# ---- uart_tx_arbiter ----
## config.mk

```make
export PLATFORM = sky130hd
export DESIGN_NAME = uart_tx_arbiter
export DESIGN_NICKNAME = d
export VERILOG_FILES = /design/src/rtl/uart_tx_arbiter.sv
export SDC_FILE = /design/constraint.sdc
export NUM_CORES = 1
export LEC_CHECK = 0
export CAP_MARGIN = 20
export CORE_MARGIN = 2
export CORE_UTILIZATION = 40
export DETAILED_ROUTE_END_ITERATION = 6
export PLACE_DENSITY = 0.87
export SLEW_MARGIN = 25
export SYNTH_ARGS = -nofsm -noshare
export SYNTH_HDL_FRONTEND = slang
export SYNTH_SLANG_ARGS = --single-unit
```

## constraint.sdc

```tcl
create_clock -name clk -period 3.28 [get_ports clk]
set_clock_uncertainty 0.15 [all_clocks]
set_input_delay 0.984 -clock clk [delete_from_list [all_inputs] [get_ports clk]]
set_output_delay 0.984 -clock clk [all_outputs]
set_load 0.02 [all_outputs]
```

## src/rtl/uart_tx_arbiter.sv

```systemverilog
// uart_tx_arbiter: shares one uart_tx between NUM_REQ byte producers.
// Arbitration is round-robin and each grant sends one byte. The arbiter drives
// start/data into uart_tx and waits for its done pulse before the next grant.
// Optional feature: define UART_ARB_TAG_EN to send a tag byte {4'hA, id}
// ahead of every granted data byte.
//
// state      | meaning
// -----------+-----------------------------------------------------------
// S_IDLE     | no transfer in flight; picks the next valid requester
// S_LAUNCH   | start (and ack, for the first byte) pulse is on the outputs
// S_WAIT     | last byte of the grant is shifting out; waits for done
// S_TAG_WAIT | tag byte is shifting out; the data byte follows on done
module uart_tx_arbiter #(
   parameter  int NUM_REQ = 4,
   localparam int ID_W    = $clog2(NUM_REQ)
) (
   input  logic                 clk,
   input  logic                 reset,
   input  logic [NUM_REQ-1:0]   req_valid_i,
   input  logic [8*NUM_REQ-1:0] req_data_i,
   output logic [NUM_REQ-1:0]   req_ack_o,
   output logic                 tx_start_o,
   output logic [7:0]           tx_data_o,
   input  logic                 tx_active_i,
   input  logic                 tx_done_i,
   output logic                 busy_o,
   output logic [ID_W-1:0]      grant_id_o
);

   typedef enum logic [1:0] {
      S_IDLE     = 2'd0,
      S_LAUNCH   = 2'd1,
      S_WAIT     = 2'd2,
      S_TAG_WAIT = 2'd3
   } state_t;

   state_t               state_q, state_d;
   logic [ID_W-1:0]      last_q, last_d;
   logic [NUM_REQ-1:0]   ack_q, ack_d;
   logic                 start_q, start_d;
   logic [7:0]           data_q, data_d;
   logic                 busy_q, busy_d;
   logic [ID_W-1:0]      gid_q, gid_d;
`ifdef UART_ARB_TAG_EN
   logic [7:0]           hold_q, hold_d;
   logic                 second_q, second_d;
`endif

   logic                 pick_found;
   logic [ID_W-1:0]      pick_idx;
   logic [ID_W-1:0]      cand;
   logic [7:0]           req_byte [NUM_REQ];

   // uart_tx activity is status only; nothing here depends on it
   logic                 unused_tx_active;
   assign unused_tx_active = tx_active_i;

   for (genvar k = 0; k < NUM_REQ; k++) begin : g_unpack
      assign req_byte[k] = req_data_i[8*k +: 8];
   end

   // Round-robin pick: lowest valid index above last, else lowest valid at or below last
   always_comb begin
      pick_found = 1'b0;
      pick_idx   = '0;
      cand       = '0;
      for (int i = 0; i < NUM_REQ; i++) begin
         cand = ID_W'(i);
         if (!pick_found && req_valid_i[cand] && (cand > last_q)) begin
            pick_found = 1'b1;
            pick_idx   = cand;
         end
      end
      for (int i = 0; i < NUM_REQ; i++) begin
         cand = ID_W'(i);
         if (!pick_found && req_valid_i[cand] && (cand <= last_q)) begin
            pick_found = 1'b1;
            pick_idx   = cand;
         end
      end
   end

   // State and registered outputs; reset aborts any byte in flight
   always_ff @(posedge clk or posedge reset) begin
      if (reset) begin
         state_q  <= S_IDLE;
         last_q   <= ID_W'(NUM_REQ - 1);
         ack_q    <= '0;
         start_q  <= 1'b0;
         data_q   <= 8'h00;
         busy_q   <= 1'b0;
         gid_q    <= '0;
`ifdef UART_ARB_TAG_EN
         hold_q   <= 8'h00;
         second_q <= 1'b0;
`endif
      end else begin
         state_q  <= state_d;
         last_q   <= last_d;
         ack_q    <= ack_d;
         start_q  <= start_d;
         data_q   <= data_d;
         busy_q   <= busy_d;
         gid_q    <= gid_d;
`ifdef UART_ARB_TAG_EN
         hold_q   <= hold_d;
         second_q <= second_d;
`endif
      end
   end

   // Next-state: done is only honoured while a byte is known to be in flight
   always_comb begin
      state_d = state_q;
      case (state_q)
         S_IDLE:     if (pick_found) state_d = S_LAUNCH;
`ifdef UART_ARB_TAG_EN
         S_LAUNCH:   state_d = second_q ? S_WAIT : S_TAG_WAIT;
         S_TAG_WAIT: if (tx_done_i) state_d = S_LAUNCH;
`else
         S_LAUNCH:   state_d = S_WAIT;
`endif
         S_WAIT:     if (tx_done_i) state_d = S_IDLE;
         default:    state_d = S_IDLE;
      endcase
   end

   // Output/datapath next values; ack and start are single-cycle pulses
   always_comb begin
      ack_d    = '0;
      start_d  = 1'b0;
      data_d   = data_q;
      busy_d   = busy_q;
      gid_d    = gid_q;
      last_d   = last_q;
`ifdef UART_ARB_TAG_EN
      hold_d   = hold_q;
      second_d = second_q;
`endif
      case (state_q)
         S_IDLE: begin
            if (pick_found) begin
`ifdef UART_ARB_TAG_EN
               data_d   = {4'hA, 4'(pick_idx)};
               hold_d   = req_byte[pick_idx];
               second_d = 1'b0;
`else
               data_d   = req_byte[pick_idx];
`endif
               gid_d            = pick_idx;
               last_d           = pick_idx;
               busy_d           = 1'b1;
               ack_d[pick_idx]  = 1'b1;
               start_d          = 1'b1;
            end
         end
         S_WAIT: begin
            if (tx_done_i) busy_d = 1'b0;
         end
`ifdef UART_ARB_TAG_EN
         S_TAG_WAIT: begin
            if (tx_done_i) begin
               data_d   = hold_q;
               start_d  = 1'b1;
               second_d = 1'b1;
            end
         end
`endif
         default: ;
      endcase
   end

   assign req_ack_o  = ack_q;
   assign tx_start_o = start_q;
   assign tx_data_o  = data_q;
   assign busy_o     = busy_q;
   assign grant_id_o = gid_q;

endmodule

```

==> flow_summary.toml <==
# physical design summary
[synth]
muxShareOfSynthArea = 0.01728
top_cells_by_count = "dfrtp_1 (18), nor2_1 (17), nand2_1 (10)"
yosys_cells = 122
ys_sh_adder = 0

[worst_setup_path]
path_common_cell = "buf_4"
reg2regPathDepth = 4
worst_setup_path_start_kind = "input port"
endpoint_kind = "flop"
critPathLaunch = "req_valid_i[0]"

[clock_tree]
holdBufCountCts = 0

[final_layout]
drive_above_1_share = 0.1193
comb_area_frac = 0.3284
n_all_inverters = 5
final_area_um2 = 1760
biggestCellCategory = "buffers"
buffers = 60

[timing]
tightestPinTransition_ps = 764.1
setup-violations-final = 0

[status]
status = "complete, no violations"

[detailed_routing]
wl_met3_um = 265
wl_met1_um = 1356
wl_met2_um = 1697

[power_and_ir_drop]
p_clk_w = 0.000145

[floorplan]
die-area_um2 = 3343

[placement]
place_area_um2 = 1724
==> worst max-delay path: cells and delay by family <==
kind	cells	cell delay, ps
buffers and inverters	3	830
and+or+nand+nor	1	230
AOI/OAI and AO/OA	3	660
==> state kept, by name (all words and copies together) (netlist names) <==
name	cells
state_q	2
busy_o	1
tx_data_o	8
last_q	2
req_ack_o	4
grant_id_o	2
tx_start_o	1
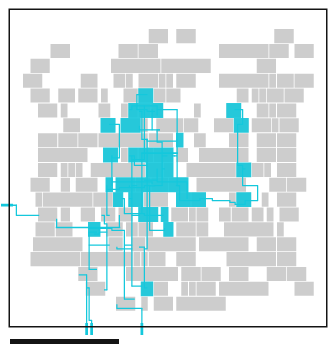
**Above:** uart_tx_arbiter (nets reached from selected ports).
The bar under the picture is 20 µm long.
req_valid_i: drawn in cyan, direction input, end cells 31, buffers 8, wire 384 µm.

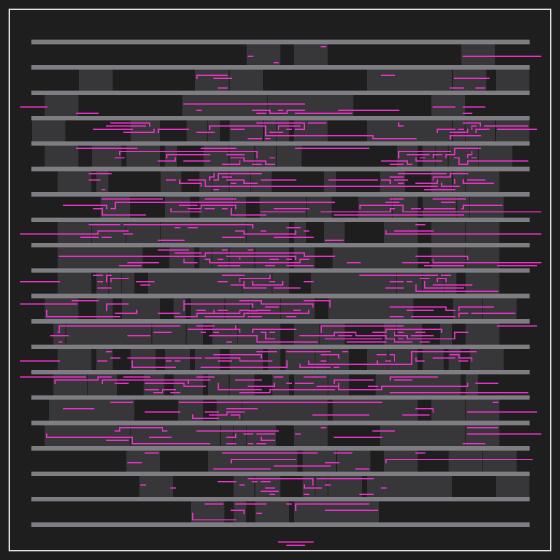
**Above:** uart_tx_arbiter (signal wires on met1).
Supply wires on this layer in grey. Cells faint in the background.
The layer carries 1360 µm of wire. The wires run mostly horizontal.


# ---- mul_share_ctrl ----
**mul_share_ctrl: nets reached from selected ports**

The bar under the picture is 20 µm long.
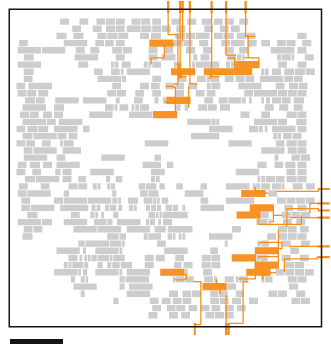
**mul_share_ctrl: signal wires on met1**

Supply wires on this layer in grey. Cells faint in the background.
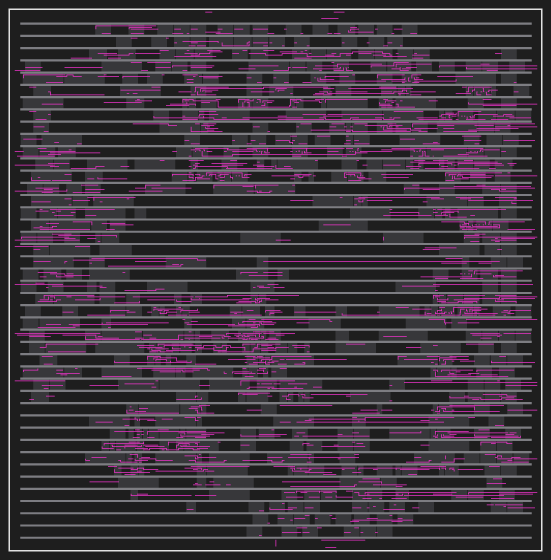
### src/rtl/mul_share_ctrl.sv
// mul_share_ctrl: round-robin sequencer that shares one bit-serial multiplier
// core among N_REQ requesters. The winner's operands are captured at grant,
// loaded into the core, and the core is clock-enabled for exactly WIDTH
// cycles. The registered product is then returned with a one-cycle ack.
//
// Optional feature macro: MUL_SHARE_ZERO_SKIP_EN
//   When defined, a zero operand bypasses RUN and returns y=0, ovf=0.
//
// Ports:
//   clk_i, rst_i        clock (rising edge), async active-high reset
//   req_i               per-requester request level, held until ack
//   a_i, b_i            per-requester operands, slice k = [k*WIDTH +: WIDTH]
//   gnt_o               one-hot current owner of the core
//   ack_o               one-hot single-cycle result-valid pulse
//   y_o, ovf_o          registered product (low WIDTH bits) and overflow
//   busy_o              high in LOAD, RUN, DONE
//   mul_load_o          load strobe to the core
//   mul_en_o            core clock enable, WIDTH cycles per transaction
//   mul_a_o, mul_b_o    captured operands to the core
//   mul_y_i, mul_ovf_i  product and overflow from the core
module mul_share_ctrl #(
  parameter int unsigned N_REQ = 4,
  parameter int unsigned WIDTH = 16,
  parameter int unsigned CNT_W = $clog2(WIDTH) + 1
) (
  input  logic                   clk_i,
  input  logic                   rst_i,
  input  logic [N_REQ-1:0]       req_i,
  input  logic [N_REQ*WIDTH-1:0] a_i,
  input  logic [N_REQ*WIDTH-1:0] b_i,
  output logic [N_REQ-1:0]       gnt_o,
  output logic [N_REQ-1:0]       ack_o,
  output logic [WIDTH-1:0]       y_o,
  output logic                   ovf_o,
  output logic                   busy_o,
  output logic                   mul_load_o,
  output logic                   mul_en_o,
  output logic [WIDTH-1:0]       mul_a_o,
  output logic [WIDTH-1:0]       mul_b_o,
  input  logic [WIDTH-1:0]       mul_y_i,
  input  logic                   mul_ovf_i
);

  localparam int unsigned PTR_W = (N_REQ > 1) ? $clog2(N_REQ) : 1;

  typedef enum logic [1:0] {
    S_IDLE = 2'd0,
    S_LOAD = 2'd1,
    S_RUN  = 2'd2,
    S_DONE = 2'd3
  } state_e;

  state_e             state_q, state_d;
  logic [CNT_W-1:0]   cnt_q, cnt_d;
  logic [PTR_W-1:0]   rr_q, rr_d;
  logic [N_REQ-1:0]   gnt_q, gnt_d;
  logic [N_REQ-1:0]   ack_q, ack_d;
  logic [WIDTH-1:0]   y_q, y_d;
  logic               ovf_q, ovf_d;
  logic               busy_q, busy_d;
  logic               load_q, load_d;
  logic               en_q, en_d;
  logic [WIDTH-1:0]   a_q, a_d;
  logic [WIDTH-1:0]   b_q, b_d;

  logic [N_REQ-1:0]   eligible;
  logic               hit;
  logic [PTR_W-1:0]   win;
  logic [PTR_W-1:0]   cand;
  int unsigned        idx_sum;

  // State and output registers
  always_ff @(posedge clk_i or posedge rst_i) begin
    if (rst_i) begin
      state_q <= S_IDLE;
      cnt_q   <= '0;
      rr_q    <= PTR_W'(N_REQ - 1);
      gnt_q   <= '0;
      ack_q   <= '0;
      y_q     <= '0;
      ovf_q   <= 1'b0;
      busy_q  <= 1'b0;
      load_q  <= 1'b0;
      en_q    <= 1'b0;
      a_q     <= '0;
      b_q     <= '0;
    end else begin
      state_q <= state_d;
      cnt_q   <= cnt_d;
      rr_q    <= rr_d;
      gnt_q   <= gnt_d;
      ack_q   <= ack_d;
      y_q     <= y_d;
      ovf_q   <= ovf_d;
      busy_q  <= busy_d;
      load_q  <= load_d;
      en_q    <= en_d;
      a_q     <= a_d;
      b_q     <= b_d;
    end
  end

  // Round-robin search from rr_q+1; the requester being acked is masked so a
  // held request cannot be re-granted back-to-back
  always_comb begin
    eligible = req_i & ~ack_q;
    hit      = 1'b0;
    win      = '0;
    cand     = '0;
    idx_sum  = 0;
    for (int unsigned i = 1; i <= N_REQ; i++) begin
      idx_sum = 32'(rr_q) + i;
      cand    = PTR_W'(idx_sum % N_REQ);
      if (!hit && eligible[cand]) begin
        hit = 1'b1;
        win = cand;
      end
    end
  end

  // Next-state and output logic
  always_comb begin
    state_d = state_q;
    cnt_d   = cnt_q;
    rr_d    = rr_q;
    gnt_d   = gnt_q;
    ack_d   = '0;
    y_d     = y_q;
    ovf_d   = ovf_q;
    a_d     = a_q;
    b_d     = b_q;

    case (state_q)
      S_IDLE: begin
        if (hit) begin
          a_d     = a_i[32'(win)*WIDTH +: WIDTH];
          b_d     = b_i[32'(win)*WIDTH +: WIDTH];
          gnt_d   = N_REQ'(1) << win;
          rr_d    = win;
          state_d = S_LOAD;
        end
      end
      S_LOAD: begin
        cnt_d   = '0;
`ifdef MUL_SHARE_ZERO_SKIP_EN
        // Product of a zero operand is known; skip the serial run
        if ((a_q == '0) || (b_q == '0)) begin
          state_d = S_DONE;
        end else begin
          state_d = S_RUN;
        end
`else
        state_d = S_RUN;
`endif
      end
      S_RUN: begin
        cnt_d = CNT_W'(cnt_q + 1'b1);
        if (cnt_q == CNT_W'(WIDTH - 1)) begin
          state_d = S_DONE;
        end
      end
      S_DONE: begin
        ack_d   = gnt_q;
        gnt_d   = '0;
`ifdef MUL_SHARE_ZERO_SKIP_EN
        if ((a_q == '0) || (b_q == '0)) begin
          y_d   = '0;
          ovf_d = 1'b0;
        end else begin
          y_d   = mul_y_i;
          ovf_d = mul_ovf_i;
        end
`else
        y_d     = mul_y_i;
        ovf_d   = mul_ovf_i;
`endif
        state_d = S_IDLE;
      end
      default: begin
        state_d = S_IDLE;
      end
    endcase

    // Strobes are registered copies of the next-state decode
    busy_d = (state_d != S_IDLE);
    load_d = (state_d == S_LOAD);
    en_d   = (state_d == S_RUN);
  end

  assign gnt_o      = gnt_q;
  assign ack_o      = ack_q;
  assign y_o        = y_q;
  assign ovf_o      = ovf_q;
  assign busy_o     = busy_q;
  assign mul_load_o = load_q;
  assign mul_en_o   = en_q;
  assign mul_a_o    = a_q;
  assign mul_b_o    = b_q;

endmodule

### config.mk
export PLATFORM = sky130hd
export DESIGN_NAME = mul_share_ctrl
export DESIGN_NICKNAME = d
export VERILOG_FILES = /design/src/rtl/mul_share_ctrl.sv
export SDC_FILE = /design/constraint.sdc
export NUM_CORES = 1
export LEC_CHECK = 0
export CAP_MARGIN = 20
export CELL_PAD_IN_SITES_DETAIL_PLACEMENT = 0
export CELL_PAD_IN_SITES_GLOBAL_PLACEMENT = 1
export CORE_AREA = 2 2 116 118
export CTS_CLUSTER_SIZE = 40
export DETAILED_ROUTE_END_ITERATION = 10
export DIE_AREA = 0 0 118 120
export PLACE_DENSITY = 0.82
export REMOVE_ABC_BUFFERS = 1
export SLEW_MARGIN = 20
export SYNTH_ARGS = -nofsm -noshare
export SYNTH_HDL_FRONTEND = slang
export SYNTH_SLANG_ARGS = --single-unit
### constraint.sdc
create_clock -name clk_i -period 2.5 [get_ports clk_i]
set_input_delay 0.25 -clock clk_i [delete_from_list [all_inputs] [get_ports clk_i]]
set_output_delay 0.25 -clock clk_i [all_outputs]
set_load 0.01 [all_outputs]
==> flow_summary.toml <==
# physical design summary
[timing]
rsz0062_at_grt = "no"
holdWs_ps = 331.7
max_freq_mhz = 433.3

[worst_setup_path]
cp_data_required_time_ps = 2700
critPathLaunch = "rr_q[0]"
reg2regPathDepth = 7
worst-setup-path-type = "reg2reg"
path_cells = "and4bb_2 > a21oi_1 > o311a_2 > buf_4 > mux2_2 > a222oi_1 > a21oi_1"

[status]
status = "complete, no violations"

[power_and_ir_drop]
p_sw_w = 0.002481
p_clk_frac = 0.210
power.largest_group = "combinational logic"
pg_seq_w = 0.00194
powerDensity_nw_per_um2 = 1142
pg_comb_w = 0.00370
switching_share = 0.3472

[placement]
routabilityCongestion = 0.7929
dp.cells = 697

[floorplan]
die-area_um2 = 14160
die-height_um = 120

[synth]
largest_area_cell = "dfrtp_1"
synth_area_um2 = 3563
synth_warnings = 0
yosys-stat-area_um2 = 3563
syn_inst = 324

[detailed_routing]
ant_nets = 0
route.detailed.drc = 0
vias_per_cell = 4.863
vias = 3467
wl_per_cell_um = 16.71
dr.first_iter.drc_count = 246

[final_layout]
seq_cell_count = 69
buf_share = 0.3551
drive_above_1_share = 0.1453
utilization = 0.4821
comb_area_frac = 0.2705
final_area_um2 = 6257
flop_area_um2 = 1729

[global_route]
met1_usage = 0.2001
met3_usage = 0.06131
gr-max-usage-layer = "met2"

[clock_tree]
path_clk_slew_ps = 60
holdBufCountCts = 0

[job]
maxCapViolCount = 0
About 'nets reached from selected ports' of mul_share_ctrl:
mul_a_o: drawn in orange, direction output, end cells 16, buffers 16, wire 514 µm.

About 'signal wires on met1' of mul_share_ctrl:
The layer holds 40% of the routed length. The longest straight run is 52.4 µm.

## synth_stat cells (all sizes together)
master / instances
a211o: 1
a221o: 1
nand2b: 3
a22oi: 1
a211oi: 1
and3: 2
and2: 4
buf: 11
mux2i: 21
and4bb: 1
nor3b: 1
o2bb2ai: 1
o31ai: 1
o21ai: 10
a21oi: 29
ha: 6
o311a: 1
dfrtp: 67
o22ai: 1
mux2: 39
clkinv: 1
nor3: 2
nand3: 4
clkbuf: 13
a222oi: 22
or2: 2
dfstp: 2
nand2: 25
o22a: 1
inv: 8
nor2b: 4
nor2: 28
o221ai: 10

# ---- sync_fifo_flags ----
**sync_fifo_flags: routing congestion map**

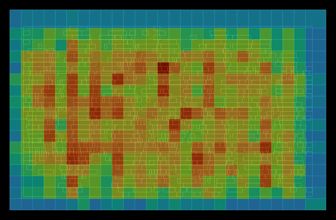
==> src/rtl/sync_fifo_flags.sv <==
// Single-clock FIFO of any depth with occupancy count, programmable almost flags,
// read-valid strobe, synchronous flush and sticky overflow/underflow flags.
module sync_fifo_flags #(
  parameter int DATA_WIDTH = 32,
  parameter int DEPTH      = 6,
  parameter int AF_LEVEL   = DEPTH - 1,
  parameter int AE_LEVEL   = 1,
  localparam int CW        = $clog2(DEPTH + 1)
) (
  input  logic                  clk,
  input  logic                  rst,
  input  logic                  cs,
  input  logic                  wr_en,
  input  logic [DATA_WIDTH-1:0] data_in,
  input  logic                  rd_en,
  input  logic                  flush,
  output logic [DATA_WIDTH-1:0] data_out,
  output logic                  rd_valid,
  output logic                  full,
  output logic                  empty,
  output logic                  almost_full,
  output logic                  almost_empty,
  output logic [CW-1:0]         count,
  output logic                  overflow,
  output logic                  underflow
);

  localparam int PW = (DEPTH > 1) ? $clog2(DEPTH) : 1;

  logic [DATA_WIDTH-1:0] mem [0:DEPTH-1];

  logic [PW-1:0]         wp_q, wp_d;
  logic [PW-1:0]         rp_q, rp_d;
  logic [CW-1:0]         count_q, count_d;
  logic [DATA_WIDTH-1:0] dout_q, dout_d;
  logic                  rd_valid_q, rd_valid_d;
  logic                  ovf_q, ovf_d;
  logic                  unf_q, unf_d;
  logic                  full_s, empty_s, wa_s, ra_s;

  // Wrap is explicit so non-power-of-two depths index only valid entries.
  function automatic logic [PW-1:0] ptr_inc(input logic [PW-1:0] p);
    if (p == PW'(DEPTH - 1)) begin
      return {PW{1'b0}};
    end else begin
      return p + PW'(1);
    end
  endfunction

  assign full_s  = (count_q == CW'(DEPTH));
  assign empty_s = (count_q == {CW{1'b0}});
  assign wa_s    = cs & wr_en & ~full_s;
  assign ra_s    = cs & rd_en & ~empty_s;

  // Next-state logic; flush overrides any access in the same cycle.
  always_comb begin
    wp_d       = wp_q;
    rp_d       = rp_q;
    count_d    = count_q;
    dout_d     = dout_q;
    rd_valid_d = 1'b0;
    ovf_d      = ovf_q;
    unf_d      = unf_q;
    if (flush) begin
      wp_d       = {PW{1'b0}};
      rp_d       = {PW{1'b0}};
      count_d    = {CW{1'b0}};
      rd_valid_d = 1'b0;
      ovf_d      = 1'b0;
      unf_d      = 1'b0;
    end else begin
      if (wa_s) begin
        wp_d = ptr_inc(wp_q);
      end else begin
        wp_d = wp_q;
      end
      if (ra_s) begin
        rp_d   = ptr_inc(rp_q);
        dout_d = mem[rp_q];
      end else begin
        rp_d   = rp_q;
        dout_d = dout_q;
      end
      rd_valid_d = ra_s;
      case ({wa_s, ra_s})
        2'b10:   count_d = count_q + CW'(1);
        2'b01:   count_d = count_q - CW'(1);
        default: count_d = count_q;
      endcase
      ovf_d = ovf_q | (cs & wr_en & full_s);
      unf_d = unf_q | (cs & rd_en & empty_s);
    end
  end

  // Control and output registers.
  always_ff @(posedge clk or negedge rst) begin
    if (!rst) begin
      wp_q       <= {PW{1'b0}};
      rp_q       <= {PW{1'b0}};
      count_q    <= {CW{1'b0}};
      dout_q     <= {DATA_WIDTH{1'b0}};
      rd_valid_q <= 1'b0;
      ovf_q      <= 1'b0;
      unf_q      <= 1'b0;
    end else begin
      wp_q       <= wp_d;
      rp_q       <= rp_d;
      count_q    <= count_d;
      dout_q     <= dout_d;
      rd_valid_q <= rd_valid_d;
      ovf_q      <= ovf_d;
      unf_q      <= unf_d;
    end
  end

  // Storage array; contents survive reset and flush.
  always_ff @(posedge clk) begin
    if (wa_s && !flush) begin
      mem[wp_q] <= data_in;
    end
  end

  assign data_out     = dout_q;
  assign rd_valid     = rd_valid_q;
  assign count        = count_q;
  assign full         = full_s;
  assign empty        = empty_s;
  assign almost_full  = (count_q >= CW'(AF_LEVEL));
  assign almost_empty = (count_q <= CW'(AE_LEVEL));
  assign overflow     = ovf_q;
  assign underflow    = unf_q;

endmodule

==> config.mk <==
export PLATFORM = sky130hd
export DESIGN_NAME = sync_fifo_flags
export DESIGN_NICKNAME = d
export VERILOG_FILES = /design/src/rtl/sync_fifo_flags.sv
export SDC_FILE = /design/constraint.sdc
export NUM_CORES = 1
export LEC_CHECK = 0
export CAP_MARGIN = 40
export CORE_ASPECT_RATIO = 0.6
export CORE_MARGIN = 8
export CORE_UTILIZATION = 50
export CTS_CLUSTER_DIAMETER = 60
export CTS_CLUSTER_SIZE = 20
export DETAILED_ROUTE_END_ITERATION = 8
export GPL_TIMING_DRIVEN = 0
export PLACE_DENSITY = 0.74
export RECOVER_POWER = 25
export SETUP_SLACK_MARGIN = 0.3
export SLEW_MARGIN = 5
export SYNTH_ARGS = -nofsm -noshare
export SYNTH_HDL_FRONTEND = slang
export SYNTH_SLANG_ARGS = --single-unit
export TNS_END_PERCENT = 30
==> constraint.sdc <==
create_clock -name clk -period 6.2 [get_ports clk]
set_input_delay 1.24 -clock clk [delete_from_list [all_inputs] [get_ports clk]]
set_output_delay 1.24 -clock clk [all_outputs]
set_load 0.01 [all_outputs]
==> flow_summary.toml <==
# physical design summary
[status]
status = "finished, violations left"
violations = "max-capacitance violations, max-slew violations"

[timing]
fin_tns_setup_ps = 0
relSlewSlack = -0.4557
tightestPinTransition_ps = 2184
drv_slew = 36
period_needed_ps = 3417

[worst_setup_path]
critPathMaxStageDelay_ps = 540
rrSetupSlack_ps = 3410
worst-path-stages = 5
crit_fanout = 7
worst_setup_path_start_kind = "flop"

[clock_tree]
insertion_delay_ps = 490
h-tree-depth = 1
cts-root-buf = "clkbuf_16"

[final_layout]
layout_top_cell = "edfxtp_1"
lay_top_cells = "edfxtp_1 (192), nand2_1 (103), mux2i_1 (98)"
buffers = 129
largest_reg_flops = 192
num-clock-buffers = 23
comb_cells = 317
biggestCellCategory = "flip-flops and latches"
final_area_um2 = 11030

[power_and_ir_drop]
switching_share = 0.2396
combPwrFrac = 0.167

[job]
maxCapViolCount = 1

[synth]
compound_area_frac = 0.05978
muxShareOfSynthArea = 0.1082
synth_area_um2 = 9273
largest_area_cell = "edfxtp_1"
yosys.cell_count.top_type = "edfxtp_1"
xor_share = 0.002834

[placement]
routabilityCongestion = 0.7607
port_buffers = 79

[floorplan]
ioPinCount = 80
fp.dieW_um = 191.8

[detailed_routing]
vias = 5289

[global_route]
first_global_vias = 5382
grt_overflow = 0

[min_path]
min_to = "data_out[17]"
holdPathStages = 2
## Picture notes: 'routing congestion map' of sync_fifo_flags
met1 usage: 0.2447
GRT Overall Usage: 0.1713
met3 Resource Use GR: 0.03301
post-layout util: 0.6089
GR Util met2: 0.2737

## layer usage
layer,part of all wire,global-route usage
met1,0.46,0.2447
met3,0.069,0.03301
met4,0.015,0.02921
met2,0.46,0.2737
met5,0.00050,0
## power groups by stage
stage                     clock network [W]  registers [W]  logic [W]
final                              0.000983        0.00190   0.000576
after global routing                0.00106        0.00192   0.000628
after CTS                           0.00101        0.00190   0.000588
after detailed placement                  0        0.00194   0.000585
after global placement                    0        0.00193   0.000569
after floorplan                           0        0.00198   0.000197

# ---- syscall_ctrl ----
**syscall_ctrl: signal wires on met2**

Cells faint in the background.
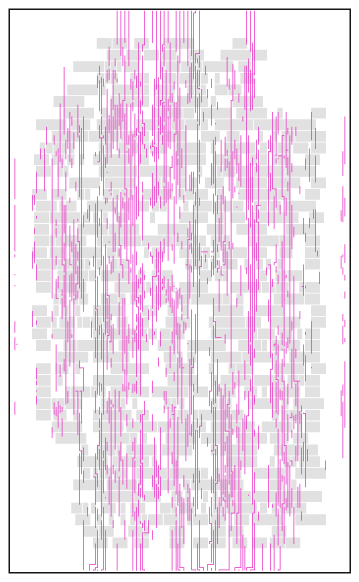
**syscall_ctrl: where the registers sit**

Other sequential cells in the stronger grey, the rest of the logic in the fainter grey.
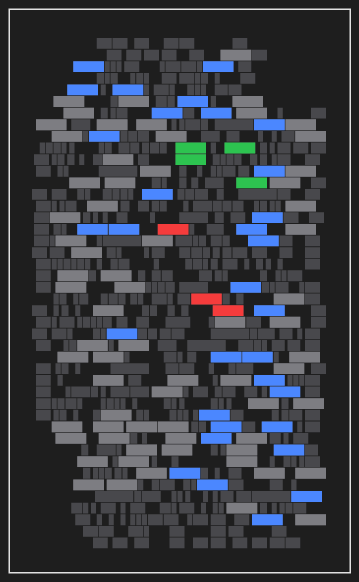
$ cat config.mk
export PLATFORM = sky130hd
export DESIGN_NAME = syscall_ctrl
export DESIGN_NICKNAME = d
export VERILOG_FILES = /design/src/rtl/syscall_ctrl.sv
export SDC_FILE = /design/constraint.sdc
export NUM_CORES = 1
export LEC_CHECK = 0
export CAP_MARGIN = 20
export CORE_ASPECT_RATIO = 1.75
export CORE_MARGIN = 5
export CORE_UTILIZATION = 48
export DETAILED_ROUTE_END_ITERATION = 6
export GPL_ROUTABILITY_DRIVEN = 0
export GPL_TIMING_DRIVEN = 0
export PLACE_DENSITY = 0.76
export SYNTH_ARGS = -nofsm -noshare
export SYNTH_HDL_FRONTEND = slang
export SYNTH_SLANG_ARGS = --single-unit
$ cat constraint.sdc
create_clock -name clk -period 2.1 [get_ports clk]
set_input_delay 0.21 -clock clk [delete_from_list [all_inputs] [get_ports clk]]
set_output_delay 0.21 -clock clk [all_outputs]
set_load 0.01 [all_outputs]
$ cat src/rtl/syscall_ctrl.sv
// syscall_ctrl: sequences SYSCALL execution in the 5-stage MIPS pipeline.
// On a SYSCALL in ID the front end is stalled, older instructions drain for
// DRAIN_CYCLES cycles, $v0/$a0 are sampled, and the service is dispatched
// (print int, print char, exit, or unknown). Print output goes to the console
// sink through a valid/ready handshake.
// Optional build macro: SYSCALL_STATS_EN adds stat_cycles/stat_syscalls counters.
module syscall_ctrl #(
    parameter int unsigned DRAIN_CYCLES = 3
) (
    input  logic        clk,
    input  logic        reset,
    input  logic        syscall_vld,
    input  logic [31:0] v0,
    input  logic [31:0] a0,
    input  logic        out_ready,
    output logic        stall,
    output logic        out_valid,
    output logic [31:0] out_data,
    output logic        out_char,
    output logic        halt,
    output logic        err_unknown
`ifdef SYSCALL_STATS_EN
    ,
    output logic [31:0] stat_cycles,
    output logic [31:0] stat_syscalls
`endif
);

    localparam logic [3:0]  LP_DRAIN       = 4'(DRAIN_CYCLES);
    localparam bit          LP_NO_DRAIN    = (DRAIN_CYCLES == 0);
    localparam logic [31:0] SVC_PRINT_INT  = 32'd1;
    localparam logic [31:0] SVC_EXIT       = 32'd10;
    localparam logic [31:0] SVC_PRINT_CHAR = 32'd11;

    typedef enum logic [2:0] {
        S_IDLE,
        S_DRAIN,
        S_DISPATCH,
        S_PRINT,
        S_RELEASE,
        S_HALT
    } state_t;

    state_t      r_state;
    state_t      w_next;
    logic [3:0]  r_cnt;
    logic [31:0] r_v0_q;
    logic [31:0] r_a0_q;
    logic        r_out_valid;
    logic [31:0] r_out_data;
    logic        r_out_char;
    logic        r_halt;
    logic        r_err_unknown;
    logic        w_accept;
    logic        w_capture;
    logic        w_transfer;

    // Qualifying events shared by the FSM and the datapath
    always_comb begin
        w_accept   = (r_state == S_IDLE) && syscall_vld;
        // With no drain window the operands are sampled on the accepting edge itself
        w_capture  = (w_accept && LP_NO_DRAIN) ||
                     ((r_state == S_DRAIN) && (r_cnt == 4'd1));
        w_transfer = (r_state == S_PRINT) && r_out_valid && out_ready;
    end

    // State register
    always_ff @(posedge clk) begin
        if (reset) begin
            r_state <= S_IDLE;
        end else begin
            r_state <= w_next;
        end
    end

    // Next-state logic
    always_comb begin
        w_next = r_state;
        case (r_state)
            S_IDLE: begin
                if (syscall_vld) begin
                    w_next = LP_NO_DRAIN ? S_DISPATCH : S_DRAIN;
                end
            end
            S_DRAIN: begin
                if (r_cnt == 4'd1) begin
                    w_next = S_DISPATCH;
                end
            end
            S_DISPATCH: begin
                if ((r_v0_q == SVC_PRINT_INT) || (r_v0_q == SVC_PRINT_CHAR)) begin
                    w_next = S_PRINT;
                end else if (r_v0_q == SVC_EXIT) begin
                    w_next = S_HALT;
                end else begin
                    w_next = S_RELEASE;
                end
            end
            S_PRINT: begin
                if (w_transfer) begin
                    w_next = S_RELEASE;
                end
            end
            S_RELEASE: w_next = S_IDLE;
            S_HALT:    w_next = S_HALT;
            default:   w_next = S_IDLE;
        endcase
    end

    // Stall output: follows syscall_vld in IDLE, drops only in RELEASE, forced low in reset
    always_comb begin
        stall = 1'b0;
        if (!reset) begin
            case (r_state)
                S_IDLE:    stall = syscall_vld;
                S_RELEASE: stall = 1'b0;
                default:   stall = 1'b1;
            endcase
        end
    end

    // Drain counter and operand capture
    always_ff @(posedge clk) begin
        if (reset) begin
            r_cnt  <= '0;
            r_v0_q <= '0;
            r_a0_q <= '0;
        end else begin
            if (w_accept) begin
                r_cnt <= LP_DRAIN;
            end else if (r_state == S_DRAIN) begin
                r_cnt <= r_cnt - 4'd1;
            end
            if (w_capture) begin
                r_v0_q <= v0;
                r_a0_q <= a0;
            end
        end
    end

    // Registered service outputs: set on the DISPATCH edge, valid cleared on transfer
    always_ff @(posedge clk) begin
        if (reset) begin
            r_out_valid   <= 1'b0;
            r_out_data    <= '0;
            r_out_char    <= 1'b0;
            r_halt        <= 1'b0;
            r_err_unknown <= 1'b0;
        end else begin
            r_err_unknown <= 1'b0;
            if (r_state == S_DISPATCH) begin
                if (r_v0_q == SVC_PRINT_INT) begin
                    r_out_data  <= r_a0_q;
                    r_out_char  <= 1'b0;
                    r_out_valid <= 1'b1;
                end else if (r_v0_q == SVC_PRINT_CHAR) begin
                    r_out_data  <= {24'b0, r_a0_q[7:0]};
                    r_out_char  <= 1'b1;
                    r_out_valid <= 1'b1;
                end else if (r_v0_q == SVC_EXIT) begin
                    r_halt <= 1'b1;
                end else begin
                    r_err_unknown <= 1'b1;
                end
            end else if (w_transfer) begin
                r_out_valid <= 1'b0;
            end
        end
    end

    // Drive ports from their registers
    always_comb begin
        out_valid   = r_out_valid;
        out_data    = r_out_data;
        out_char    = r_out_char;
        halt        = r_halt;
        err_unknown = r_err_unknown;
    end

`ifdef SYSCALL_STATS_EN
    logic [31:0] r_stat_cycles;
    logic [31:0] r_stat_syscalls;

    // Cycle counter freezes once halted; syscall counter steps once per DISPATCH cycle
    always_ff @(posedge clk) begin
        if (reset) begin
            r_stat_cycles   <= '0;
            r_stat_syscalls <= '0;
        end else begin
            if (!r_halt) begin
                r_stat_cycles <= r_stat_cycles + 32'd1;
            end
            if (r_state == S_DISPATCH) begin
                r_stat_syscalls <= r_stat_syscalls + 32'd1;
            end
        end
    end

    // Expose counters
    always_comb begin
        stat_cycles   = r_stat_cycles;
        stat_syscalls = r_stat_syscalls;
    end

`ifndef SYNTHESIS
    // Report counters when the program exits
    always_ff @(posedge clk) begin
        if (!reset && (r_state == S_DISPATCH) && (w_next == S_HALT)) begin
            $display("syscall_ctrl: exit, cycles=%0d syscalls=%0d",
                     r_stat_cycles, r_stat_syscalls + 32'd1);
        end
    end
`endif
`endif

endmodule
==> flow_summary.toml <==
# physical design summary
[status]
status = "complete, no violations"

[final_layout]
comb_area_frac = 0.3168
seq_cell_count = 107
biggestCellCategory = "flip-flops and latches"
final_cells = 670
comb_cells = 316
lay_top_cells = "nand2_1 (134), dfxtp_1 (107), clkdlybuf4s50_1 (104)"

[worst_setup_path]
rrSetupSlack_ps = 240
crit_family = "buffers and inverters"
timing.rr.end = "out_data[5]"

[global_route]
met1_usage = 0.2091
grt_max_degree = 16

[clock_tree]
holdBufCountCts = 0
cts-root-buf = "clkbuf_16"
cts_setup_buffers = 0

[timing]
fin_skew_ps = 7.262
drv_slew = 0

[synth]
syn-mean-instance-area_um2 = 8.816
yosys.cell_count.top_type = "nand2_1"
ff_type = "dfxtp_1"

[power_and_ir_drop]
power.largest_group = "sequential cells"
seq_power_share = 0.503

[min_path]
min_from = "a0[10]"

[floorplan]
ioPinCount = 105
die-height_um = 131.6

[placement]
dp_hpwl_um = 7613
About 'signal wires on met2' of syscall_ctrl:
544 nets have wire on it. The longest straight run is 70.0 µm.

About 'where the registers sit' of syscall_ctrl:
r_a0_q: drawn in blue, flops 32. r_state: drawn in red, flops 3. r_cnt: drawn in green, flops 4, where top middle.
Another 68 sequential cells are not coloured.

worst max path at each step:
stage                     cells past startpoint       start            to
after floorplan                               6  r_state[2]  out_data[11]
after global placement                        4       reset         stall
after detailed placement                      4       reset         stall
after CTS                                     4       reset         stall
after global routing                          4  r_state[2]         stall
final                                         4  r_state[2]         stall
logic make-up after synthesis:
family                     Yosys count  share of synthesized area
and+or+nand+nor                    184                     0.2154
adders and majority gates            2                   0.006170
muxes                                2                   0.005245
buffers and inverters               37                    0.04721
xor gates and xnor gates             4                   0.008641
DFF                                107                     0.5282
AOI/OAI and AO/OA                  124                     0.1891

# ---- spi_slave ----
File: src/rtl/spi_slave.sv
// spi_slave: byte-oriented SPI target, oversampled on the local clock.
// Supports all four CPOL/CPHA modes and back-to-back bytes within a frame.
// Optional build macro SPI_SLAVE_MISO_TRISTATE_EN: when defined, miso floats
// (1'bz) whenever miso_oe is low; otherwise miso is driven low when disabled.
module spi_slave #(
  parameter int SYNC_STAGES = 2
) (
  input  logic       clk,
  input  logic       rst_n,
  input  logic       cpol,
  input  logic       cpha,
  input  logic       sclk,
  input  logic       ss_n,
  input  logic       mosi,
  output logic       miso,
  output logic       miso_oe,
  input  logic [7:0] din,
  input  logic       din_load,
  output logic [7:0] dout,
  output logic       dout_valid,
  output logic       busy,
  output logic       overrun
);

  typedef enum logic {IDLE, ACTIVE} state_t;

  logic [SYNC_STAGES-1:0] sclk_sync_q, ss_n_sync_q, mosi_sync_q;
  logic                   sclk_prev_q, ss_n_prev_q;

  state_t     state_q, state_d;
  logic       cpol_q, cpol_d, cpha_q, cpha_d;
  logic [7:0] tx_q, tx_d, rx_q, rx_d, hold_q, hold_d, dout_q, dout_d;
  logic [2:0] bit_cnt_q, bit_cnt_d;
  logic       fresh_q, fresh_d, stale_q, stale_d;
  logic       byte_done_q, byte_done_d, dout_valid_q, dout_valid_d;
  logic       busy_q, busy_d, miso_oe_q, miso_oe_d, overrun_q, overrun_d;

  logic sclk_s, ss_n_s, mosi_s;
  logic sclk_edge, lead_edge, trail_edge, sample_edge, shift_edge;
  logic ss_fall, ss_rise, load, first_sample_stale, reload_window;

  assign sclk_s = sclk_sync_q[SYNC_STAGES-1];
  assign ss_n_s = ss_n_sync_q[SYNC_STAGES-1];
  assign mosi_s = mosi_sync_q[SYNC_STAGES-1];

  assign sclk_edge   = sclk_s ^ sclk_prev_q;
  assign lead_edge   = sclk_edge & (sclk_s != cpol_q);
  assign trail_edge  = sclk_edge & (sclk_s == cpol_q);
  assign sample_edge = cpha_q ? trail_edge : lead_edge;
  // A shift never happens at bit count 0: in CPHA=1 the first leading edge only
  // presents bit 7, and in CPHA=0 the trailing edge after the 8th sample must
  // not disturb the freshly reloaded byte.
  assign shift_edge  = (cpha_q ? lead_edge : trail_edge) & (bit_cnt_q != 3'd0);
  assign ss_fall     = ss_n_prev_q & ~ss_n_s;
  assign ss_rise     = ~ss_n_prev_q & ss_n_s;

  // The first sample of a byte marks the point where a stale reload becomes
  // an overrun; before that a late din_load may still replace the byte.
  assign first_sample_stale = (state_q == ACTIVE) & ~ss_rise & sample_edge &
                              (bit_cnt_q == 3'd0) & stale_q;
  assign reload_window      = (state_q == ACTIVE) & ~ss_rise & stale_q &
                              ~first_sample_stale;

  // Synchronizers reset low so a select held low across reset is never seen as a fall
  always_ff @(posedge clk or negedge rst_n) begin
    if (!rst_n) begin
      sclk_sync_q <= '0;
      ss_n_sync_q <= '0;
      mosi_sync_q <= '0;
      sclk_prev_q <= 1'b0;
      ss_n_prev_q <= 1'b0;
    end else begin
      sclk_sync_q <= {sclk_sync_q[SYNC_STAGES-2:0], sclk};
      ss_n_sync_q <= {ss_n_sync_q[SYNC_STAGES-2:0], ss_n};
      mosi_sync_q <= {mosi_sync_q[SYNC_STAGES-2:0], mosi};
      sclk_prev_q <= sclk_s;
      ss_n_prev_q <= ss_n_s;
    end
  end

  // Next-state logic: frame control, shifting, sampling and TX holding register
  always_comb begin
    state_d      = state_q;
    cpol_d       = cpol_q;
    cpha_d       = cpha_q;
    tx_d         = tx_q;
    rx_d         = rx_q;
    hold_d       = hold_q;
    dout_d       = dout_q;
    bit_cnt_d    = bit_cnt_q;
    fresh_d      = fresh_q;
    stale_d      = stale_q;
    byte_done_d  = 1'b0;
    dout_valid_d = 1'b0;
    busy_d       = busy_q;
    miso_oe_d    = miso_oe_q;
    overrun_d    = overrun_q;
    load         = 1'b0;

    case (state_q)
      IDLE: begin
        if (ss_fall) begin
          state_d   = ACTIVE;
          cpol_d    = cpol;
          cpha_d    = cpha;
          bit_cnt_d = 3'd0;
          busy_d    = 1'b1;
          miso_oe_d = 1'b1;
          load      = 1'b1;
        end
      end
      ACTIVE: begin
        if (ss_rise) begin
          state_d   = IDLE;
          busy_d    = 1'b0;
          miso_oe_d = 1'b0;
        end else begin
          if (shift_edge) begin
            tx_d = {tx_q[6:0], 1'b0};
          end
          if (sample_edge) begin
            rx_d      = {rx_q[6:0], mosi_s};
            bit_cnt_d = bit_cnt_q + 3'd1;
            if (bit_cnt_q == 3'd7) begin
              byte_done_d = 1'b1;
              load        = 1'b1;
            end
          end
        end
      end
      default: state_d = IDLE;
    endcase

    if (byte_done_q) begin
      dout_d       = rx_q;
      dout_valid_d = 1'b1;
    end

    if (load) begin
      tx_d    = din_load ? din : hold_q;
      stale_d = ~din_load & ~fresh_q;
      fresh_d = 1'b0;
      if (din_load) begin
        hold_d    = din;
        overrun_d = 1'b0;
      end
    end else if (din_load) begin
      hold_d    = din;
      overrun_d = 1'b0;
      if (reload_window) begin
        tx_d    = din;
        stale_d = 1'b0;
      end else begin
        fresh_d = 1'b1;
      end
    end

    if (first_sample_stale) begin
      stale_d   = 1'b0;
      overrun_d = 1'b1;
    end
  end

  // Single state register for the FSM and all registered outputs
  always_ff @(posedge clk or negedge rst_n) begin
    if (!rst_n) begin
      state_q      <= IDLE;
      cpol_q       <= 1'b0;
      cpha_q       <= 1'b0;
      tx_q         <= 8'h00;
      rx_q         <= 8'h00;
      hold_q       <= 8'h00;
      dout_q       <= 8'h00;
      bit_cnt_q    <= 3'd0;
      fresh_q      <= 1'b0;
      stale_q      <= 1'b0;
      byte_done_q  <= 1'b0;
      dout_valid_q <= 1'b0;
      busy_q       <= 1'b0;
      miso_oe_q    <= 1'b0;
      overrun_q    <= 1'b0;
    end else begin
      state_q      <= state_d;
      cpol_q       <= cpol_d;
      cpha_q       <= cpha_d;
      tx_q         <= tx_d;
      rx_q         <= rx_d;
      hold_q       <= hold_d;
      dout_q       <= dout_d;
      bit_cnt_q    <= bit_cnt_d;
      fresh_q      <= fresh_d;
      stale_q      <= stale_d;
      byte_done_q  <= byte_done_d;
      dout_valid_q <= dout_valid_d;
      busy_q       <= busy_d;
      miso_oe_q    <= miso_oe_d;
      overrun_q    <= overrun_d;
    end
  end

  assign miso_oe    = miso_oe_q;
  assign dout       = dout_q;
  assign dout_valid = dout_valid_q;
  assign busy       = busy_q;
  assign overrun    = overrun_q;

`ifdef SPI_SLAVE_MISO_TRISTATE_EN
  assign miso = miso_oe_q ? tx_q[7] : 1'bz;
`else
  assign miso = miso_oe_q & tx_q[7];
`endif

endmodule

File: config.mk
export PLATFORM = sky130hd
export DESIGN_NAME = spi_slave
export DESIGN_NICKNAME = d
export VERILOG_FILES = /design/src/rtl/spi_slave.sv
export SDC_FILE = /design/constraint.sdc
export NUM_CORES = 1
export LEC_CHECK = 0
export CAP_MARGIN = 25
export CELL_PAD_IN_SITES_DETAIL_PLACEMENT = 1
export CELL_PAD_IN_SITES_GLOBAL_PLACEMENT = 1
export CORE_MARGIN = 3
export CORE_UTILIZATION = 30
export DETAILED_ROUTE_END_ITERATION = 8
export PLACE_DENSITY = 0.67
export SLEW_MARGIN = 20
export SYNTH_ARGS = -nofsm -noshare
export SYNTH_HDL_FRONTEND = slang
export SYNTH_SLANG_ARGS = --single-unit
File: constraint.sdc
create_clock -name clk -period 2.8 [get_ports clk]
set_clock_uncertainty 0.05 [all_clocks]
set_input_delay 0.28 -clock clk [delete_from_list [all_inputs] [get_ports clk]]
set_output_delay 0.28 -clock clk [all_outputs]
set_load 0.01 [all_outputs]
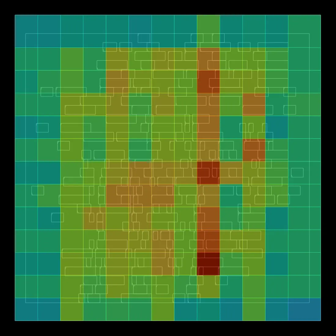
**Above:** spi_slave (routing congestion map).
met1 usage: 0.1606
GR Util met2: 0.1758

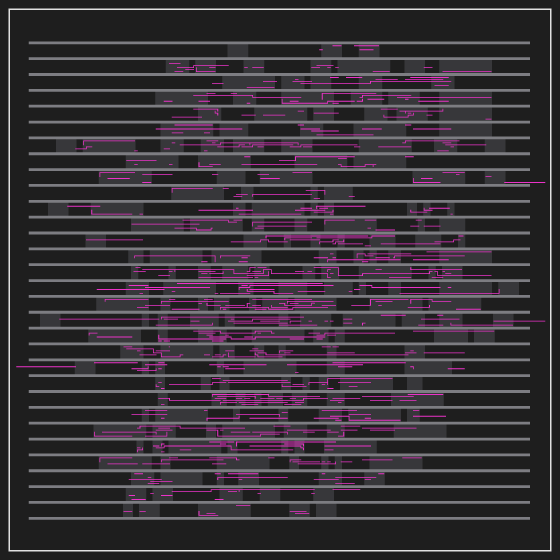
**Above:** spi_slave (signal wires on met1).
Supply wires on this layer in grey. Cells faint in the background.
205 nets have wire on it. The layer carries 2140 µm of wire. The layer holds 48% of the routed length. The wires run mostly horizontal.

==> flow_summary.toml <==
# physical design summary
[final_layout]
nNetsFinal = 226
final_cells = 304
n_antenna_cell = 0

[synth]
syn_inst = 176

[worst_setup_path]
critical_path.slowest_cell = "mux2i_1"
timing.rr.end = "tx_q[0]"

[timing]
setup-violations-final = 0
fin_tns_setup_ps = 0
relSlewSlack = 0.4993
hold_viol_final = 0

[clock_tree]
cts_tree = "built"
cts_setup_buffers = 0

[power_and_ir_drop]
p_int_w = 0.001368
p_sw_w = 0.0006087

[floorplan]
die-area_um2 = 8588

[detailed_routing]
route.detailed.drc = 0
dr.first_iter.drc_count = 77
finalWirelength_um = 4480

[status]
status = "complete, no violations"

[min_path]
min_to = "ss_n_sync_q[1]"
worst register-to-register path, delay by kind of cell, from the launching register on:
family | cells | cell delay, ps
flops | 1 | 410
xor+xnor | 1 | 270
compound gates | 1 | 150
mux | 1 | 670
simple gates | 2 | 450
state kept, by name, indices dropped and copies added (netlist names), 2 cells and up:
name / cells
bit_cnt_q: 3
dout: 8
hold_q: 8
mosi_sync_q: 2
rx_q: 8
sclk_sync_q: 2
ss_n_sync_q: 2
tx_q: 8

# ---- pic8259_host_initiator ----
**pic8259_host_initiator: signal wires on met2**

Cells faint in the background.
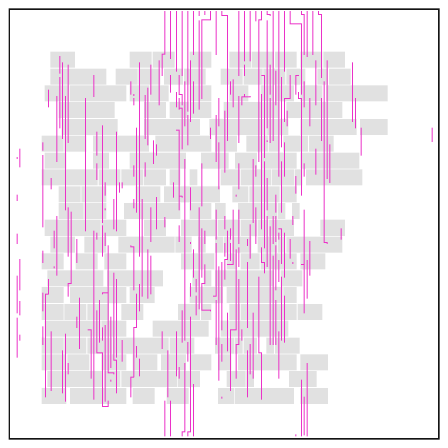
**pic8259_host_initiator: where the registers sit**

Other sequential cells in the stronger grey, the rest of the logic in the fainter grey.
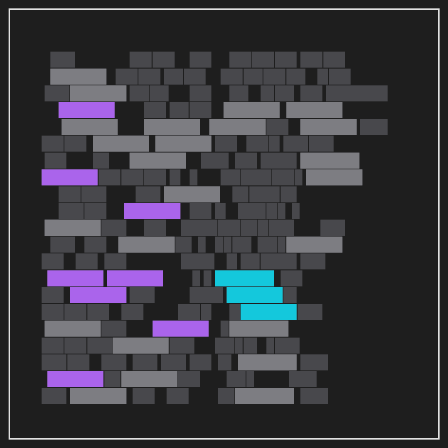
### config.mk
export PLATFORM = sky130hd
export DESIGN_NAME = pic8259_host_initiator
export DESIGN_NICKNAME = d
export VERILOG_FILES = /design/src/rtl/pic8259_pkg.sv /design/src/rtl/pic8259_pulse_timer.sv /design/src/rtl/pic8259_host_initiator.sv
export SDC_FILE = /design/constraint.sdc
export NUM_CORES = 1
export LEC_CHECK = 0
export CORE_MARGIN = 5
export CORE_UTILIZATION = 43
export DETAILED_ROUTE_END_ITERATION = 7
export GPL_ROUTABILITY_DRIVEN = 0
export GPL_TIMING_DRIVEN = 0
export PLACE_DENSITY = 0.83
export SKIP_CTS_REPAIR_TIMING = 1
export SLEW_MARGIN = 20
export SYNTH_ARGS = -nofsm -noshare
export SYNTH_HDL_FRONTEND = slang
export SYNTH_SLANG_ARGS = --single-unit
### constraint.sdc
create_clock -name clock -period 1.7 [get_ports clock]
set_clock_uncertainty 0.05 [all_clocks]
set_input_delay 0.255 -clock clock [delete_from_list [all_inputs] [get_ports clock]]
set_output_delay 0.255 -clock clock [all_outputs]
set_load 0.01 [all_outputs]
### src/rtl/pic8259_pkg.sv
// rtl/pic8259_pkg.sv - shared state encoding and OCW2 constants for the pic8259 host side
package pic8259_pkg;

   typedef enum logic [2:0] {
      ST_IDLE,
      ST_WR_PULSE,
      ST_RD_PULSE,
      ST_INTA1,
      ST_INTA_GAP,
      ST_INTA2,
      ST_RECOVER
   } host_state_t;

   localparam logic [7:0] OCW2_NONSPECIFIC_EOI   = 8'h20;
   localparam logic [7:0] OCW2_SPECIFIC_EOI_BASE = 8'h60;

   function automatic int max_int(input int a, input int b);
      return (a > b) ? a : b;
   endfunction

endpackage

### src/rtl/pic8259_pulse_timer.sv
// rtl/pic8259_pulse_timer.sv - loadable down-counter timing every strobe pulse and gap
module pic8259_pulse_timer #(
   parameter int WIDTH = 1
) (
   input  logic             clock,
   input  logic             reset_n,
   input  logic             load,
   input  logic [WIDTH-1:0] load_value,
   output logic             done
);

   logic [WIDTH-1:0] count;

   // Counts down to 1 and parks there; done marks the last cycle of a phase.
   always_ff @(posedge clock or negedge reset_n) begin
      if (!reset_n)
         count <= '0;
      else if (load)
         count <= load_value;
      else if (count > WIDTH'(1))
         count <= count - WIDTH'(1);
   end

   assign done = (count == WIDTH'(1));

endmodule

### src/rtl/pic8259_host_initiator.sv
// rtl/pic8259_host_initiator.sv - CPU-side initiator driving 8259 register strobes and INTA cycles
module pic8259_host_initiator
   import pic8259_pkg::*;
#(
   parameter int PULSE_CYCLES = 1,
   parameter int GAP_CYCLES   = 1
) (
   input  logic       clock,
   input  logic       reset_n,
   input  logic       cmd_valid,
   output logic       cmd_ready,
   input  logic       cmd_write,
   input  logic       cmd_addr,
   input  logic [7:0] cmd_data,
   output logic       rsp_valid,
   output logic [7:0] rsp_data,
   input  logic       int_enable,
   output logic       vector_valid,
   input  logic       vector_ready,
   output logic [7:0] vector,
   input  logic       interrupt_to_cpu,
   output logic       chip_select_n,
   output logic       read_enable_n,
   output logic       write_enable_n,
   output logic       address,
   output logic [7:0] data_bus_out,
   input  logic [7:0] data_bus_in,
   output logic       interrupt_acknowledge_n
);

   localparam int CNT_W = $clog2(max_int(PULSE_CYCLES, GAP_CYCLES) + 1);
   localparam logic [CNT_W-1:0] PULSE_LOAD = CNT_W'(PULSE_CYCLES);
   localparam logic [CNT_W-1:0] GAP_LOAD   = CNT_W'(GAP_CYCLES);

   host_state_t      state, state_next;
   logic             inta_start, accept, timer_load, timer_done;
   logic [CNT_W-1:0] timer_load_value;

   pic8259_pulse_timer #(.WIDTH(CNT_W)) u_timer (
      .clock      (clock),
      .reset_n    (reset_n),
      .load       (timer_load),
      .load_value (timer_load_value),
      .done       (timer_done)
   );

   always_comb begin
      state_next = state;
      inta_start = 1'b0;
      accept     = 1'b0;
      case (state)
         ST_IDLE: begin
            if (interrupt_to_cpu && int_enable && !vector_valid) begin
               inta_start = 1'b1;
               state_next = ST_INTA1;
            end else if (cmd_valid) begin
               accept     = 1'b1;
               state_next = cmd_write ? ST_WR_PULSE : ST_RD_PULSE;
            end
         end
         ST_WR_PULSE, ST_RD_PULSE, ST_INTA2: if (timer_done) state_next = ST_RECOVER;
         ST_INTA1:    if (timer_done) state_next = ST_INTA_GAP;
         ST_INTA_GAP: if (timer_done) state_next = ST_INTA2;
         ST_RECOVER:  if (timer_done) state_next = ST_IDLE;
         default:     state_next = ST_IDLE;
      endcase
      timer_load = (state_next != state);
      timer_load_value = (state_next == ST_WR_PULSE || state_next == ST_RD_PULSE ||
                          state_next == ST_INTA1 || state_next == ST_INTA2) ? PULSE_LOAD : GAP_LOAD;
      cmd_ready = (state == ST_IDLE) && !inta_start;
   end

   // Pins are decoded from the next state so they line up with the state register.
   always_ff @(posedge clock or negedge reset_n) begin
      if (!reset_n) begin
         state                   <= ST_IDLE;
         chip_select_n           <= 1'b1;
         read_enable_n           <= 1'b1;
         write_enable_n          <= 1'b1;
         interrupt_acknowledge_n <= 1'b1;
         address                 <= 1'b0;
         data_bus_out            <= 8'h00;
         rsp_valid               <= 1'b0;
         rsp_data                <= 8'h00;
         vector_valid            <= 1'b0;
         vector                  <= 8'h00;
      end else begin
         state                   <= state_next;
         chip_select_n           <= !(state_next == ST_WR_PULSE || state_next == ST_RD_PULSE);
         write_enable_n          <= !(state_next == ST_WR_PULSE);
         read_enable_n           <= !(state_next == ST_RD_PULSE);
         interrupt_acknowledge_n <= !(state_next == ST_INTA1 || state_next == ST_INTA2);
         if (accept) begin
            address      <= cmd_addr;
            data_bus_out <= cmd_write ? cmd_data : 8'h00;
         end else if (state_next != ST_WR_PULSE) begin
            data_bus_out <= 8'h00;
         end
         rsp_valid <= (state == ST_RD_PULSE) && timer_done;
         if (state == ST_RD_PULSE && timer_done)
            rsp_data <= data_bus_in;
         if (state == ST_INTA2 && timer_done) begin
            vector       <= data_bus_in;
            vector_valid <= 1'b1;
         end else if (vector_ready) begin
            vector_valid <= 1'b0;
         end
      end
   end

endmodule

==> flow_summary.toml <==
# physical design summary
[timing]
post-route-period-util = 0.9732
period_needed_ps = 1654

[synth]
synth_warnings = 0
yosysTopAreaCellShare = 0.5141
syn_inst = 107
synth_flops = 35
top_cells_by_count = "dfrtp_1 (31), mux2_2 (17), a22o_1 (8), nand2_1 (7), nor2_1 (5)"
synth_nets = 131
synth_area_um2 = 1509
syn-mean-instance-area_um2 = 14.10
ff_type = "dfrtp_1"

[power_and_ir_drop]
power_leakage_nw = 0.9491
p_sw_w = 0.001195

[worst_setup_path]
path_cells = "nor3_4 > nor2b_4 > buf_6"
crit_fanout = 4
crit_family = "flip-flops"
reg2regPathDepth = 3
worst_setup_path_start_kind = "flop"
worst-path-stages = 3
crit_buf_inv = 1
r2r-start = "state[0]"
cp_data_required_time_ps = 1390

[detailed_routing]
vias_per_cell = 4.972

[status]
status = "complete, no violations"

[final_layout]
seq_cell_count = 35
sh_seq_area = 0.3963
nNetsFinal = 196
final_area_um2 = 2226
n_antenna_cell = 0
syn2layout_area_growth_pct = 47.51

[global_route]
grt_overflow = 0

[clock_tree]
cts_buffers = 5
insertion_delay_ps = 330

[job]
maxCapViolCount = 0
## Picture notes: 'signal wires on met2' of pic8259_host_initiator
The layer holds 53% of the routed length. 181 nets have wire on it. The layer carries 1800 µm of wire. The longest straight run is 31.3 µm. The wires run mostly vertical.

## Picture notes: 'where the registers sit' of pic8259_host_initiator
rsp_data: drawn in purple, flops 8. state: drawn in cyan, flops 3.
Another 24 sequential cells are not coloured.

[stage by stage]
| step | hold slack [ps] | cells | worst slack, ps | power [W] | utilization |
|---|---|---|---|---|---|
| 2_1_floorplan | -90.59 | 107 | 253.0 | 0.002326 | - |
| 3_3_place_gp | 437.5 | 208 | -328.3 | 0.003059 | 0.6295 |
| 3_5_place_dp | 155.6 | 209 | -235.4 | 0.003152 | 0.6362 |
| 4_1_cts | -214.9 | 216 | -457.9 | 0.003607 | 0.6529 |
| 5_1_grt | 335.8 | 218 | -39.53 | 0.003828 | 0.6618 |
| 6_report | 326.6 | 218 | 45.56 | 0.003577 | 0.6618 |


==> screenshots <==
Routing congestion map.
image #1
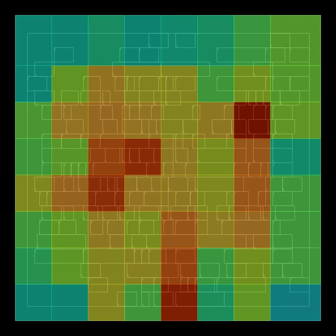
image #2
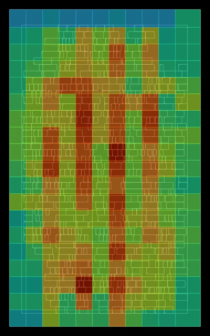
image #3
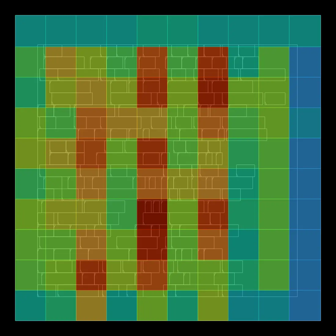
image #4
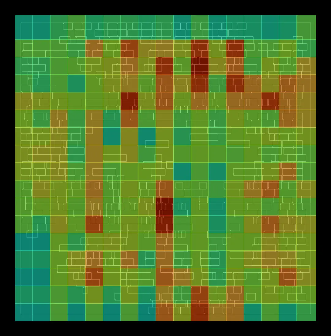
For syscall_ctrl, see image #2.
For mul_share_ctrl, see image #4.
For uart_tx_arbiter, see image #1.
For pic8259_host_initiator, see image #3.
- lowest utilization: image #4

No activity file was given, so power comes from the tool's default toggle rates.
